# ---- block 1 ----
<file path="config.mk">
export PLATFORM = sky130hd
export DESIGN_NAME = rf_output_ramp
export DESIGN_NICKNAME = d
export VERILOG_FILES = /design/src/rtl/rf_output_ramp.sv
export SDC_FILE = /design/constraint.sdc
export NUM_CORES = 1
export LEC_CHECK = 0
export CAP_MARGIN = 0
export CELL_PAD_IN_SITES_DETAIL_PLACEMENT = 1
export CELL_PAD_IN_SITES_GLOBAL_PLACEMENT = 1
export CORE_MARGIN = 2
export CORE_UTILIZATION = 48
export DETAILED_ROUTE_END_ITERATION = 10
export PLACE_DENSITY = 0.89
export SLEW_MARGIN = 20
export SYNTH_ARGS = -nofsm -noshare
export SYNTH_HDL_FRONTEND = slang
export SYNTH_SLANG_ARGS = --single-unit
</file>
<file path="constraint.sdc">
create_clock -name clk -period 8.5 [get_ports clk]
set_input_delay 1.7 -clock clk [delete_from_list [all_inputs] [get_ports clk]]
set_output_delay 1.7 -clock clk [all_outputs]
set_load 0.02 [all_outputs]
</file>
<file path="src/rtl/rf_output_ramp.sv">
// rf_output_ramp: RF envelope ramp FSM with watchdog kill and one-clock gain datapath.
// Optional macro RF_WARN_ATTEN_EN halves the applied gain while wd_warning is high.
module rf_output_ramp #(
    parameter int DATA_W    = 14,
    parameter int RAMP_STEP = 16,
    parameter int RAMP_DIV  = 125
) (
    input  logic                     clk,
    input  logic                     rst,
    input  logic                     broadcast_en,
    input  logic                     wd_triggered,
    input  logic                     wd_warning,
    input  logic signed [DATA_W-1:0] sample_in,
    input  logic                     sample_valid,
    output logic signed [DATA_W-1:0] sample_out,
    output logic                     sample_out_valid,
    output logic [15:0]              gain,
    output logic [2:0]               state,
    output logic                     rf_active,
    output logic                     killed
);
    typedef enum logic [2:0] {
        S_OFF    = 3'd0,
        S_UP     = 3'd1,
        S_ON     = 3'd2,
        S_DOWN   = 3'd3,
        S_KILLED = 3'd4
    } state_t;

    localparam int          PW    = $clog2(RAMP_DIV + 1);
    localparam logic [15:0] UNITY = 16'h8000;
    localparam logic [16:0] STEP  = 17'(RAMP_STEP);

    state_t                   r_state, w_state_nx;
    logic [15:0]              r_gain, w_gain_nx, w_gain_tick, w_eff;
    logic [PW-1:0]            r_presc, w_presc_nx;
    logic                     r_kill, w_kill_nx;
    logic                     w_ramping, w_tick;
    logic [16:0]              w_up_sum;
    logic signed [DATA_W+16:0] w_prod;
    logic signed [DATA_W-1:0] r_out;
    logic                     r_out_valid;

    assign w_ramping   = (r_state == S_UP) || (r_state == S_DOWN);
    assign w_tick      = w_ramping && (r_presc == PW'(RAMP_DIV - 1));
    assign w_up_sum    = {1'b0, r_gain} + STEP;
    assign w_gain_tick = (r_state == S_UP)
                       ? ((w_up_sum >= {1'b0, UNITY}) ? UNITY : w_up_sum[15:0])
                       : (({1'b0, r_gain} <= STEP) ? 16'd0 : r_gain - STEP[15:0]);

    // The tick is applied first; transitions below look at the post-tick gain.
    always_comb begin
        w_state_nx = r_state;
        w_kill_nx  = r_kill;
        w_gain_nx  = w_tick ? w_gain_tick : r_gain;
        case (r_state)
            S_OFF: begin
                w_gain_nx = '0;
                if (broadcast_en && !wd_triggered) w_state_nx = S_UP;
            end
            S_UP: begin
                if (wd_triggered) begin
                    w_state_nx = S_DOWN;
                    w_kill_nx  = 1'b1;
                end else if (!broadcast_en) w_state_nx = S_DOWN;
                else if (w_gain_nx == UNITY) w_state_nx = S_ON;
            end
            S_ON: begin
                w_gain_nx = UNITY;
                if (wd_triggered) begin
                    w_state_nx = S_DOWN;
                    w_kill_nx  = 1'b1;
                end else if (!broadcast_en) w_state_nx = S_DOWN;
            end
            S_DOWN: begin
                if (wd_triggered) w_kill_nx = 1'b1;
                if (!w_kill_nx && broadcast_en) w_state_nx = S_UP;
                else if (w_gain_nx == 16'd0) w_state_nx = w_kill_nx ? S_KILLED : S_OFF;
            end
            S_KILLED: begin
                w_gain_nx = '0;
                if (!broadcast_en && !wd_triggered) begin
                    w_state_nx = S_OFF;
                    w_kill_nx  = 1'b0;
                end
            end
            default: begin
                w_state_nx = S_OFF;
                w_gain_nx  = '0;
                w_kill_nx  = 1'b0;
            end
        endcase
        w_presc_nx = (w_state_nx != r_state || !w_ramping || w_tick) ? '0 : r_presc + PW'(1);
    end

    always_ff @(posedge clk) begin
        if (rst) begin
            r_state <= S_OFF;
            r_gain  <= '0;
            r_kill  <= 1'b0;
            r_presc <= '0;
        end else begin
            r_state <= w_state_nx;
            r_gain  <= w_gain_nx;
            r_kill  <= w_kill_nx;
            r_presc <= w_presc_nx;
        end
    end

`ifdef RF_WARN_ATTEN_EN
    assign w_eff = wd_warning ? (r_gain >> 1) : r_gain;
`else
    logic w_unused_warning;
    assign w_unused_warning = wd_warning;
    assign w_eff = r_gain;
`endif

    assign w_prod = sample_in * $signed({1'b0, w_eff});

    always_ff @(posedge clk) begin
        if (rst) begin
            r_out       <= '0;
            r_out_valid <= 1'b0;
        end else begin
            r_out_valid <= sample_valid;
            if (sample_valid) r_out <= w_prod[DATA_W+14:15];
        end
    end

    assign sample_out       = r_out;
    assign sample_out_valid = r_out_valid;
    assign gain             = r_gain;
    assign state            = r_state;
    assign rf_active        = (r_gain != 16'd0);
    assign killed           = (r_state == S_KILLED);
endmodule

</file>
# ---- block 2 ----
--- src/rtl/blk_3c0509_if.sv ---
// blk_3c0509_if: handshake and status bundle between the BIST controllers and the fail collector.
interface blk_3c0509_if #(
    parameter int NUM_CTRL = 4,
    parameter int CNT_W    = 8
);
    localparam int IDX_W = NUM_CTRL > 1 ? $clog2(NUM_CTRL) : 1;
    logic                start;
    logic                clear;
    logic [NUM_CTRL-1:0] ctrl_mask;
    logic [NUM_CTRL-1:0] ctrl_fail;
    logic [NUM_CTRL-1:0] ctrl_done;
    logic                busy;
    logic                all_done;
    logic [NUM_CTRL-1:0] fail_vec;
    logic                any_fail;
    logic                first_fail_vld;
    logic [IDX_W-1:0]    first_fail_idx;
    logic [CNT_W-1:0]    fail_cnt;
    modport master (
        output start, clear, ctrl_mask, ctrl_fail, ctrl_done,
        input  busy, all_done, fail_vec, any_fail, first_fail_vld, first_fail_idx, fail_cnt
    );
    modport slave (
        input  start, clear, ctrl_mask, ctrl_fail, ctrl_done,
        output busy, all_done, fail_vec, any_fail, first_fail_vld, first_fail_idx, fail_cnt
    );
endinterface

--- src/rtl/blk_3c0509.sv ---
// blk_3c0509: N-controller BIST fail/done collector with masking, sticky fails and first-fail capture.
// Define MEMLIBC_BIST_FAIL_CNT_EN to build the saturating fail-cycle counter; otherwise fail_cnt is 0.
module blk_3c0509 #(
    parameter int NUM_CTRL = 4,
    parameter int CNT_W    = 8
) (
    input logic clk,
    input logic rst_n,
    blk_3c0509_if.slave bus
);
    localparam int IDX_W = NUM_CTRL > 1 ? $clog2(NUM_CTRL) : 1;

    typedef enum logic [1:0] {IDLE, RUN, DONE} state_t;

    state_t              state_q, state_d;
    logic [NUM_CTRL-1:0] fail_vec_q, fail_vec_d;
    logic [NUM_CTRL-1:0] done_vec_q, done_vec_d;
    logic                ffv_q, ffv_d;
    logic [IDX_W-1:0]    ffi_q, ffi_d;
    logic [NUM_CTRL-1:0] nf, nd;
    logic [IDX_W-1:0]    low_idx;
    logic                run;

    assign nf  = bus.ctrl_fail & ~bus.ctrl_mask;
    assign nd  = bus.ctrl_done & ~bus.ctrl_mask;
    assign run = state_q == RUN && !bus.clear && !bus.start;

    always_comb begin
        low_idx = '0;
        for (int i = NUM_CTRL - 1; i >= 0; i--)
            if (nf[i]) low_idx = IDX_W'(i);
    end

    always_comb begin
        state_d    = state_q;
        fail_vec_d = fail_vec_q;
        done_vec_d = done_vec_q;
        ffv_d      = ffv_q;
        ffi_d      = ffi_q;
        if (bus.clear || bus.start) begin
            state_d    = bus.clear ? IDLE : RUN;
            fail_vec_d = '0;
            done_vec_d = '0;
            ffv_d      = 1'b0;
            ffi_d      = '0;
        end else if (state_q == RUN) begin
            fail_vec_d = fail_vec_q | nf;
            done_vec_d = done_vec_q | nd;
            ffv_d      = ffv_q | (|nf);
            ffi_d      = (!ffv_q && |nf) ? low_idx : ffi_q;
            state_d    = &(done_vec_d | bus.ctrl_mask) ? DONE : RUN;
        end
    end

    always_ff @(posedge clk or negedge rst_n) begin
        if (!rst_n) begin
            state_q    <= IDLE;
            fail_vec_q <= '0;
            done_vec_q <= '0;
            ffv_q      <= 1'b0;
            ffi_q      <= '0;
        end else begin
            state_q    <= state_d;
            fail_vec_q <= fail_vec_d;
            done_vec_q <= done_vec_d;
            ffv_q      <= ffv_d;
            ffi_q      <= ffi_d;
        end
    end

`ifdef MEMLIBC_BIST_FAIL_CNT_EN
    logic [CNT_W-1:0] fail_cnt_q, fail_cnt_d;

    always_comb
        fail_cnt_d = (bus.clear || bus.start) ? '0 :
                     (run && |nf && !(&fail_cnt_q)) ? fail_cnt_q + CNT_W'(1) : fail_cnt_q;

    always_ff @(posedge clk or negedge rst_n)
        if (!rst_n) fail_cnt_q <= '0;
        else        fail_cnt_q <= fail_cnt_d;

    assign bus.fail_cnt = fail_cnt_q;
`else
    assign bus.fail_cnt = '0;
`endif

    assign bus.busy           = state_q == RUN;
    assign bus.all_done       = state_q == DONE;
    assign bus.fail_vec       = fail_vec_q;
    assign bus.any_fail       = |fail_vec_q;
    assign bus.first_fail_vld = ffv_q;
    assign bus.first_fail_idx = ffi_q;
endmodule

--- src/flat_wrapper.sv ---
// flat-port wrapper written by rule: the top's interface ports become plain ports
module blk_3c0509_flat 
#(
    parameter int NUM_CTRL = 4,
    parameter int CNT_W    = 8
)
  (clk, rst_n, bus_start, bus_clear, bus_ctrl_mask, bus_ctrl_fail, bus_ctrl_done, bus_busy, bus_all_done, bus_fail_vec, bus_any_fail, bus_first_fail_vld, bus_first_fail_idx, bus_fail_cnt);
  blk_3c0509_if #(.NUM_CTRL(NUM_CTRL), .CNT_W(CNT_W)) bus_i ();
  input logic clk;
  input logic rst_n;
  input wire logic [$bits(bus_i.start)-1:0] bus_start;
  input wire logic [$bits(bus_i.clear)-1:0] bus_clear;
  input wire logic [$bits(bus_i.ctrl_mask)-1:0] bus_ctrl_mask;
  input wire logic [$bits(bus_i.ctrl_fail)-1:0] bus_ctrl_fail;
  input wire logic [$bits(bus_i.ctrl_done)-1:0] bus_ctrl_done;
  output wire logic [$bits(bus_i.busy)-1:0] bus_busy;
  output wire logic [$bits(bus_i.all_done)-1:0] bus_all_done;
  output wire logic [$bits(bus_i.fail_vec)-1:0] bus_fail_vec;
  output wire logic [$bits(bus_i.any_fail)-1:0] bus_any_fail;
  output wire logic [$bits(bus_i.first_fail_vld)-1:0] bus_first_fail_vld;
  output wire logic [$bits(bus_i.first_fail_idx)-1:0] bus_first_fail_idx;
  output wire logic [$bits(bus_i.fail_cnt)-1:0] bus_fail_cnt;
  assign bus_i.start = bus_start;
  assign bus_i.clear = bus_clear;
  assign bus_i.ctrl_mask = bus_ctrl_mask;
  assign bus_i.ctrl_fail = bus_ctrl_fail;
  assign bus_i.ctrl_done = bus_ctrl_done;
  assign bus_busy = bus_i.busy;
  assign bus_all_done = bus_i.all_done;
  assign bus_fail_vec = bus_i.fail_vec;
  assign bus_any_fail = bus_i.any_fail;
  assign bus_first_fail_vld = bus_i.first_fail_vld;
  assign bus_first_fail_idx = bus_i.first_fail_idx;
  assign bus_fail_cnt = bus_i.fail_cnt;
  blk_3c0509 #(.NUM_CTRL(NUM_CTRL), .CNT_W(CNT_W)) u_core (.clk(clk), .rst_n(rst_n), .bus(bus_i));
endmodule
--- config.mk ---
export PLATFORM = sky130hd
export DESIGN_NAME = blk_3c0509_flat
export DESIGN_NICKNAME = d
export VERILOG_FILES = /design/src/rtl/blk_3c0509_if.sv /design/src/rtl/blk_3c0509.sv /design/src/flat_wrapper.sv
export SDC_FILE = /design/constraint.sdc
export NUM_CORES = 1
export LEC_CHECK = 0
export CORE_UTILIZATION = 42
export DETAILED_ROUTE_END_ITERATION = 10
export GPL_TIMING_DRIVEN = 0
export HOLD_SLACK_MARGIN = 0.15
export PLACE_DENSITY = 0.9
export SLEW_MARGIN = 10
export SYNTH_ARGS = -nofsm -noshare
export SYNTH_HDL_FRONTEND = slang
export SYNTH_SLANG_ARGS = --single-unit
--- constraint.sdc ---
create_clock -name clk -period 2.9 [get_ports clk]
set_clock_uncertainty 0.1 [all_clocks]
set_input_delay 0.58 -clock clk [delete_from_list [all_inputs] [get_ports clk]]
set_output_delay 0.58 -clock clk [all_outputs]
set_load 0.01 [all_outputs]
# ---- block 3 ----
<file path="config.mk">
export PLATFORM = sky130hd
export DESIGN_NAME = fadd_rr_sched
export DESIGN_NICKNAME = d
export VERILOG_FILES = /design/src/rtl/fadd_rr_sched.sv
export SDC_FILE = /design/constraint.sdc
export NUM_CORES = 1
export LEC_CHECK = 0
export ABC_AREA = 1
export CORE_AREA = 2 2 163 165
export DETAILED_ROUTE_END_ITERATION = 16
export DIE_AREA = 0 0 165 167
export GPL_ROUTABILITY_DRIVEN = 0
export PLACE_DENSITY_LB_ADDON = 0.25
export SYNTH_ARGS = -nofsm -noshare
export SYNTH_HDL_FRONTEND = slang
export SYNTH_SLANG_ARGS = --single-unit
</file>
<file path="constraint.sdc">
create_clock -name clk -period 8.1 [get_ports clk]
set_input_delay 1.62 -clock clk [delete_from_list [all_inputs] [get_ports clk]]
set_output_delay 1.62 -clock clk [all_outputs]
set_load 0.1 [all_outputs]
</file>
<file path="src/rtl/fadd_rr_sched.sv">
// Round-robin front end sharing one pipelined FP add/sub unit among NREQ requesters.
// A tag shadow pipeline matched to the adder latency returns each sum with its requester id.
module fadd_rr_sched #(
  parameter int NREQ = 4,
  parameter int LAT  = 3,
  parameter int IDW  = 2
) (
  input  logic              clk,
  input  logic              rst,
  input  logic              en,
  input  logic [NREQ-1:0]   req_valid,
  output logic [NREQ-1:0]   req_ready,
  input  logic [NREQ*32-1:0] req_a,
  input  logic [NREQ*32-1:0] req_b,
  input  logic [NREQ-1:0]   req_sub,
  input  logic [NREQ*2-1:0] req_rm,
  output logic              fa_valid,
  output logic [31:0]       fa_a,
  output logic [31:0]       fa_b,
  output logic              fa_sub,
  output logic [1:0]        fa_rm,
  input  logic [31:0]       fa_s,
  output logic              res_valid,
  output logic [IDW-1:0]    res_id,
  output logic [31:0]       res_s,
  output logic              busy
);

  logic [IDW-1:0] rr_ptr;
  logic [IDW-1:0] gnt_idx;
  logic [IDW-1:0] idx;
  logic           gnt_found;
  logic           grant;
  logic [31:0]    sel_a;
  logic [31:0]    sel_b;
  logic           sel_sub;
  logic [1:0]     sel_rm;
  logic [LAT:0]   tag_v;
  logic [IDW-1:0] tag_id [0:LAT];

  // Search starts one past the last winner and wraps, so the last winner has lowest priority.
  always_comb begin
    gnt_found = 1'b0;
    gnt_idx   = '0;
    idx       = '0;
    for (int k = 1; k <= NREQ; k++) begin
      idx = IDW'((int'(rr_ptr) + k) % NREQ);
      if (!gnt_found && req_valid[idx]) begin
        gnt_found = 1'b1;
        gnt_idx   = idx;
      end
    end
  end

  assign grant = gnt_found & en & ~rst;

  always_comb begin
    req_ready = '0;
    if (grant) req_ready[gnt_idx] = 1'b1;
  end

  always_comb begin
    sel_a   = '0;
    sel_b   = '0;
    sel_sub = 1'b0;
    sel_rm  = '0;
    for (int i = 0; i < NREQ; i++) begin
      if (gnt_idx == IDW'(i)) begin
        sel_a   = req_a[32*i +: 32];
        sel_b   = req_b[32*i +: 32];
        sel_sub = req_sub[i];
        sel_rm  = req_rm[2*i +: 2];
      end
    end
  end

  // Stage 0 of the tag pipe lines up with the adder input registers; stages 1..LAT track the adder.
  always_ff @(posedge clk or posedge rst) begin
    if (rst) begin
      rr_ptr <= IDW'(NREQ - 1);
      fa_a   <= '0;
      fa_b   <= '0;
      fa_sub <= 1'b0;
      fa_rm  <= '0;
      for (int k = 0; k <= LAT; k++) begin
        tag_v[k]  <= 1'b0;
        tag_id[k] <= '0;
      end
    end else begin
      tag_v[0] <= grant;
      if (grant) begin
        rr_ptr    <= gnt_idx;
        tag_id[0] <= gnt_idx;
        fa_a      <= sel_a;
        fa_b      <= sel_b;
        fa_sub    <= sel_sub;
        fa_rm     <= sel_rm;
      end
      for (int k = 1; k <= LAT; k++) begin
        tag_v[k]  <= tag_v[k-1];
        tag_id[k] <= tag_id[k-1];
      end
    end
  end

  assign fa_valid  = tag_v[0];
  assign busy      = |tag_v;
  assign res_valid = tag_v[LAT];
  assign res_id    = tag_id[LAT];
  assign res_s     = fa_s;

endmodule
</file>
==> block_3/port_nets.png <==
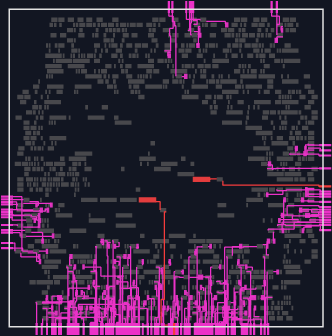
[req_b] magenta | bits: 128 | direction: input | edge: 90 bottom, 17 right, 13 left, 8 top | end cells: 128 | buffers: 128 | wire: 3160 um
[res_id] red | bits: 2 | direction: output | edge: 1 right, 1 bottom | end cells: 2 | buffers: 2 | wire: 135 um
Ports: 415
count of buffers from port buffering: 350

==> results.txt, block 3 <==
impl run done, here's what came out: power attributed to sequential cells 695 uW, post-synthesis sequential element count 81, Most common cell on crit path sky130_fd_sc_hd__nand2_2, proportion of layout cells with a drive suffix above 1 4.94%, proportion of cell area occupied by registers 21.8%, worst setup slack before clock tree synthesis 1.93 ns, number of standard cells reported by yosys 855, number of synthesis warnings 0, category of the critical setup timing path in2out, setup total negative slack 0 ns, dominant kind of cell by area non-clock buffers, antenna fix cells 0, number of tap cells added at floorplan 335, registers with the highest flip-flop counts fa_a (32), fa_b (32), tag_id (6), outcome completed, worst min-delay path startpoint tag_id[3]$_DFF_PP0_, area fraction in full adders, half adders and majority gates 0%, part of the total power dissipated in combinational logic 76.4%, clock buffer count in the final layout 13, count of unique library cells instantiated by Yosys 26, final worst-path setup slack 1.95 ns, ratio of routed vias to standard cells 4.41, share of the synthesized area in the top cell type 34.9%, met2 Use GR 29.0%, crit path launch req_valid[2], clock skew 0.00560 ns, CP top delay family buffers and inverters, data arrival at the endpoint of the critical path 4.53 ns, Non-clk invs 46, HP Class reg2reg, crit path launch type input port, clock tree buffer depth 2
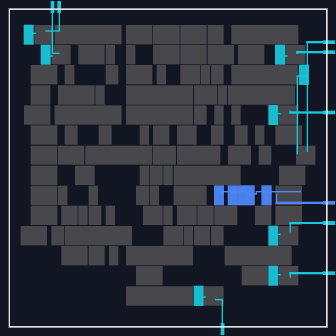
(block_2/port_nets.png)
[bus_fail_cnt] cyan | bits: 8 | direction: output | edge: 5 right, 2 top, 1 bottom | end cells: 8 | buffers: 8 | wire: 65.9 um
[bus_start] blue | bits: 1 | direction: input | edge: right | end cells: 4 | buffers: 1 | wire: 19.7 um
count of buffers from port buffering: 25
Ports: 34

==> results.txt, block 2 <==
impl run done, here's what came out: worst setup path endpoint bus_any_fail, post-synthesis sequential element count 13, Hold EP u_core.done_vec_q[3]$_DFFE_PN0P_, total number of multi-input combinational cells 56, overall chip area 1830 um2, power attributed to sequential cells 189 uW, clock network power share 29.0%, clock buffer count in the final layout 4, number of endpoints failing setup at the final stage 0, clock-cell share of area 2.57%, Fin. Hold Viols 0, power group with the largest share sequential cells, category of the critical setup timing path reg2out, Logic cell area 312 um2, Dominant combinational family simple AND/OR/NAND/NOR gates, number of synthesis warnings 0, RSZ-0062 raised after global routing no, area share of buffers outside the clock network 31.2%, combinational group power 86.3 uW, number of setup buffers added after CTS 0, proportion of cell area occupied by registers 31.9%, dominant kind of cell by area sequential cells, top library cells by usage in the layout, fill and taps aside sky130_fd_sc_hd__clkdlybuf4s50_1, sky130_fd_sc_hd__nor2_1, sky130_fd_sc_hd__dfrtp_1, ratio of routed vias to standard cells 5.19, number of maximum-capacitance constraint violations 0, outcome completed, Top cell excl fill/tap sky130_fd_sc_hd__clkdlybuf4s50_1, total global-route track usage 20.3%, number of gates given a new drive strength after cts 0, number of global-route vias before repair 643, CP top delay family simple AND/OR/NAND/NOR gates, Basic Gates by Area 24.7%, met2 WL 858 um, dpl hpwl 1.25 mm, post-detailed-route wirelength per cell 13.0 um, cell with the largest stage delay on the worst path sky130_fd_sc_hd__or4_1, maximum clock rate 0.419 GHz, met3 demand-to-capacity share in global routing 4.26%
==> block_1/metal_stack.png <==
Bar = 50 um.
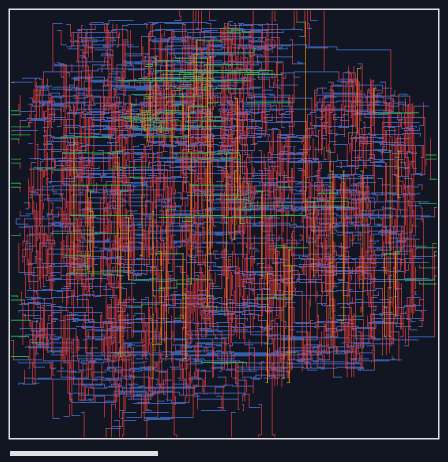
[met3] green | wire length: 1210 um
[met4] orange | wire length: 1600 um
[met2] red | wire length: 15200 um
[met1] blue | wire length: 10900 um
post-detailed-route wirelength per cell: 20.7 um
total global-route track usage: 29.1%

==> block_1/port_nets.png <==
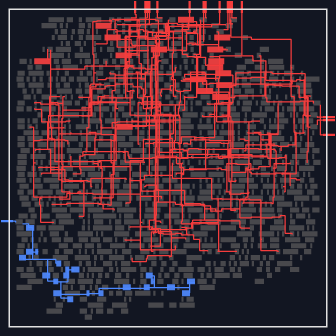
[gain] red | bits: 16 | direction: output | edge: 13 top, 3 right | end cells: 16 | buffers: 24 | wire: 5130 um
[sample_valid] blue | bits: 1 | direction: input | edge: left | end cells: 21 | buffers: 1 | wire: 163 um
count of buffers from port buffering: 54
Ports: 56

==> results.txt, block 1 <==
impl run done, here's what came out: length in cells of the worst reg-to-reg path 20, net switching power figure 274 uW, worst min-delay path startpoint sample_out[7]$_SDFFE_PP0P_, Core Util at FP 48.9%, fill cell instance count of the final layout 2356, max reg flops 16, routability cong. 0.874, ratio of routed vias to standard cells 5.81, most instantiated flip-flop cell in the synthesis netlist sky130_fd_sc_hd__dfxtp_1, top cells by area, synth sky130_fd_sc_hd__fa_1, sky130_fd_sc_hd__ha_1, sky130_fd_sc_hd__dfxtp_1, CTS Root Buffer Type sky130_fd_sc_hd__clkbuf_16, worst setup path endpoint sample_out[12]$_SDFFE_PP0P_, endpoint type of the worst setup path register, outcome completed, RSZ-0062 raised after global routing no, final worst-path setup slack 0.470 ns, clock-cell share of area 1.61%, share of the synthesized area in the top cell type 34.9%


==> gallery <==
Sequential cells grouped by signal name.
image #1
Bar = 10 um.
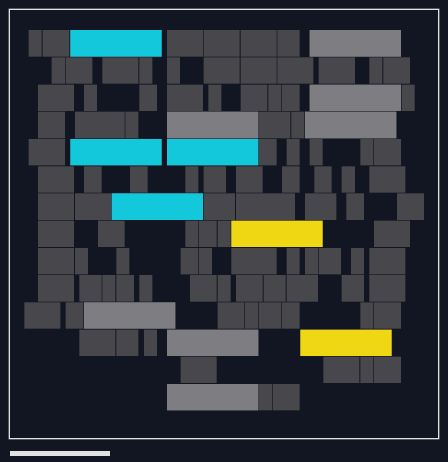
image #2
Bar = 50 um.
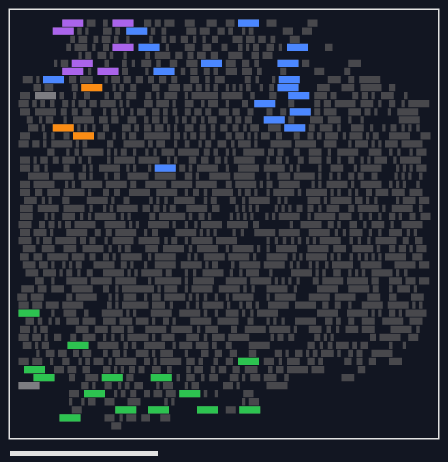
image #3
Bar = 50 um.
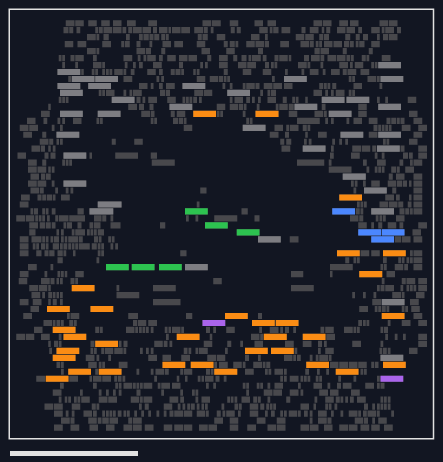
| picture | from |
|---|---|
| image #3 | block 3 |
| image #2 | block 1 |
| image #1 | block 2 |

No activity file was given, so power comes from the tool's default toggle rates.
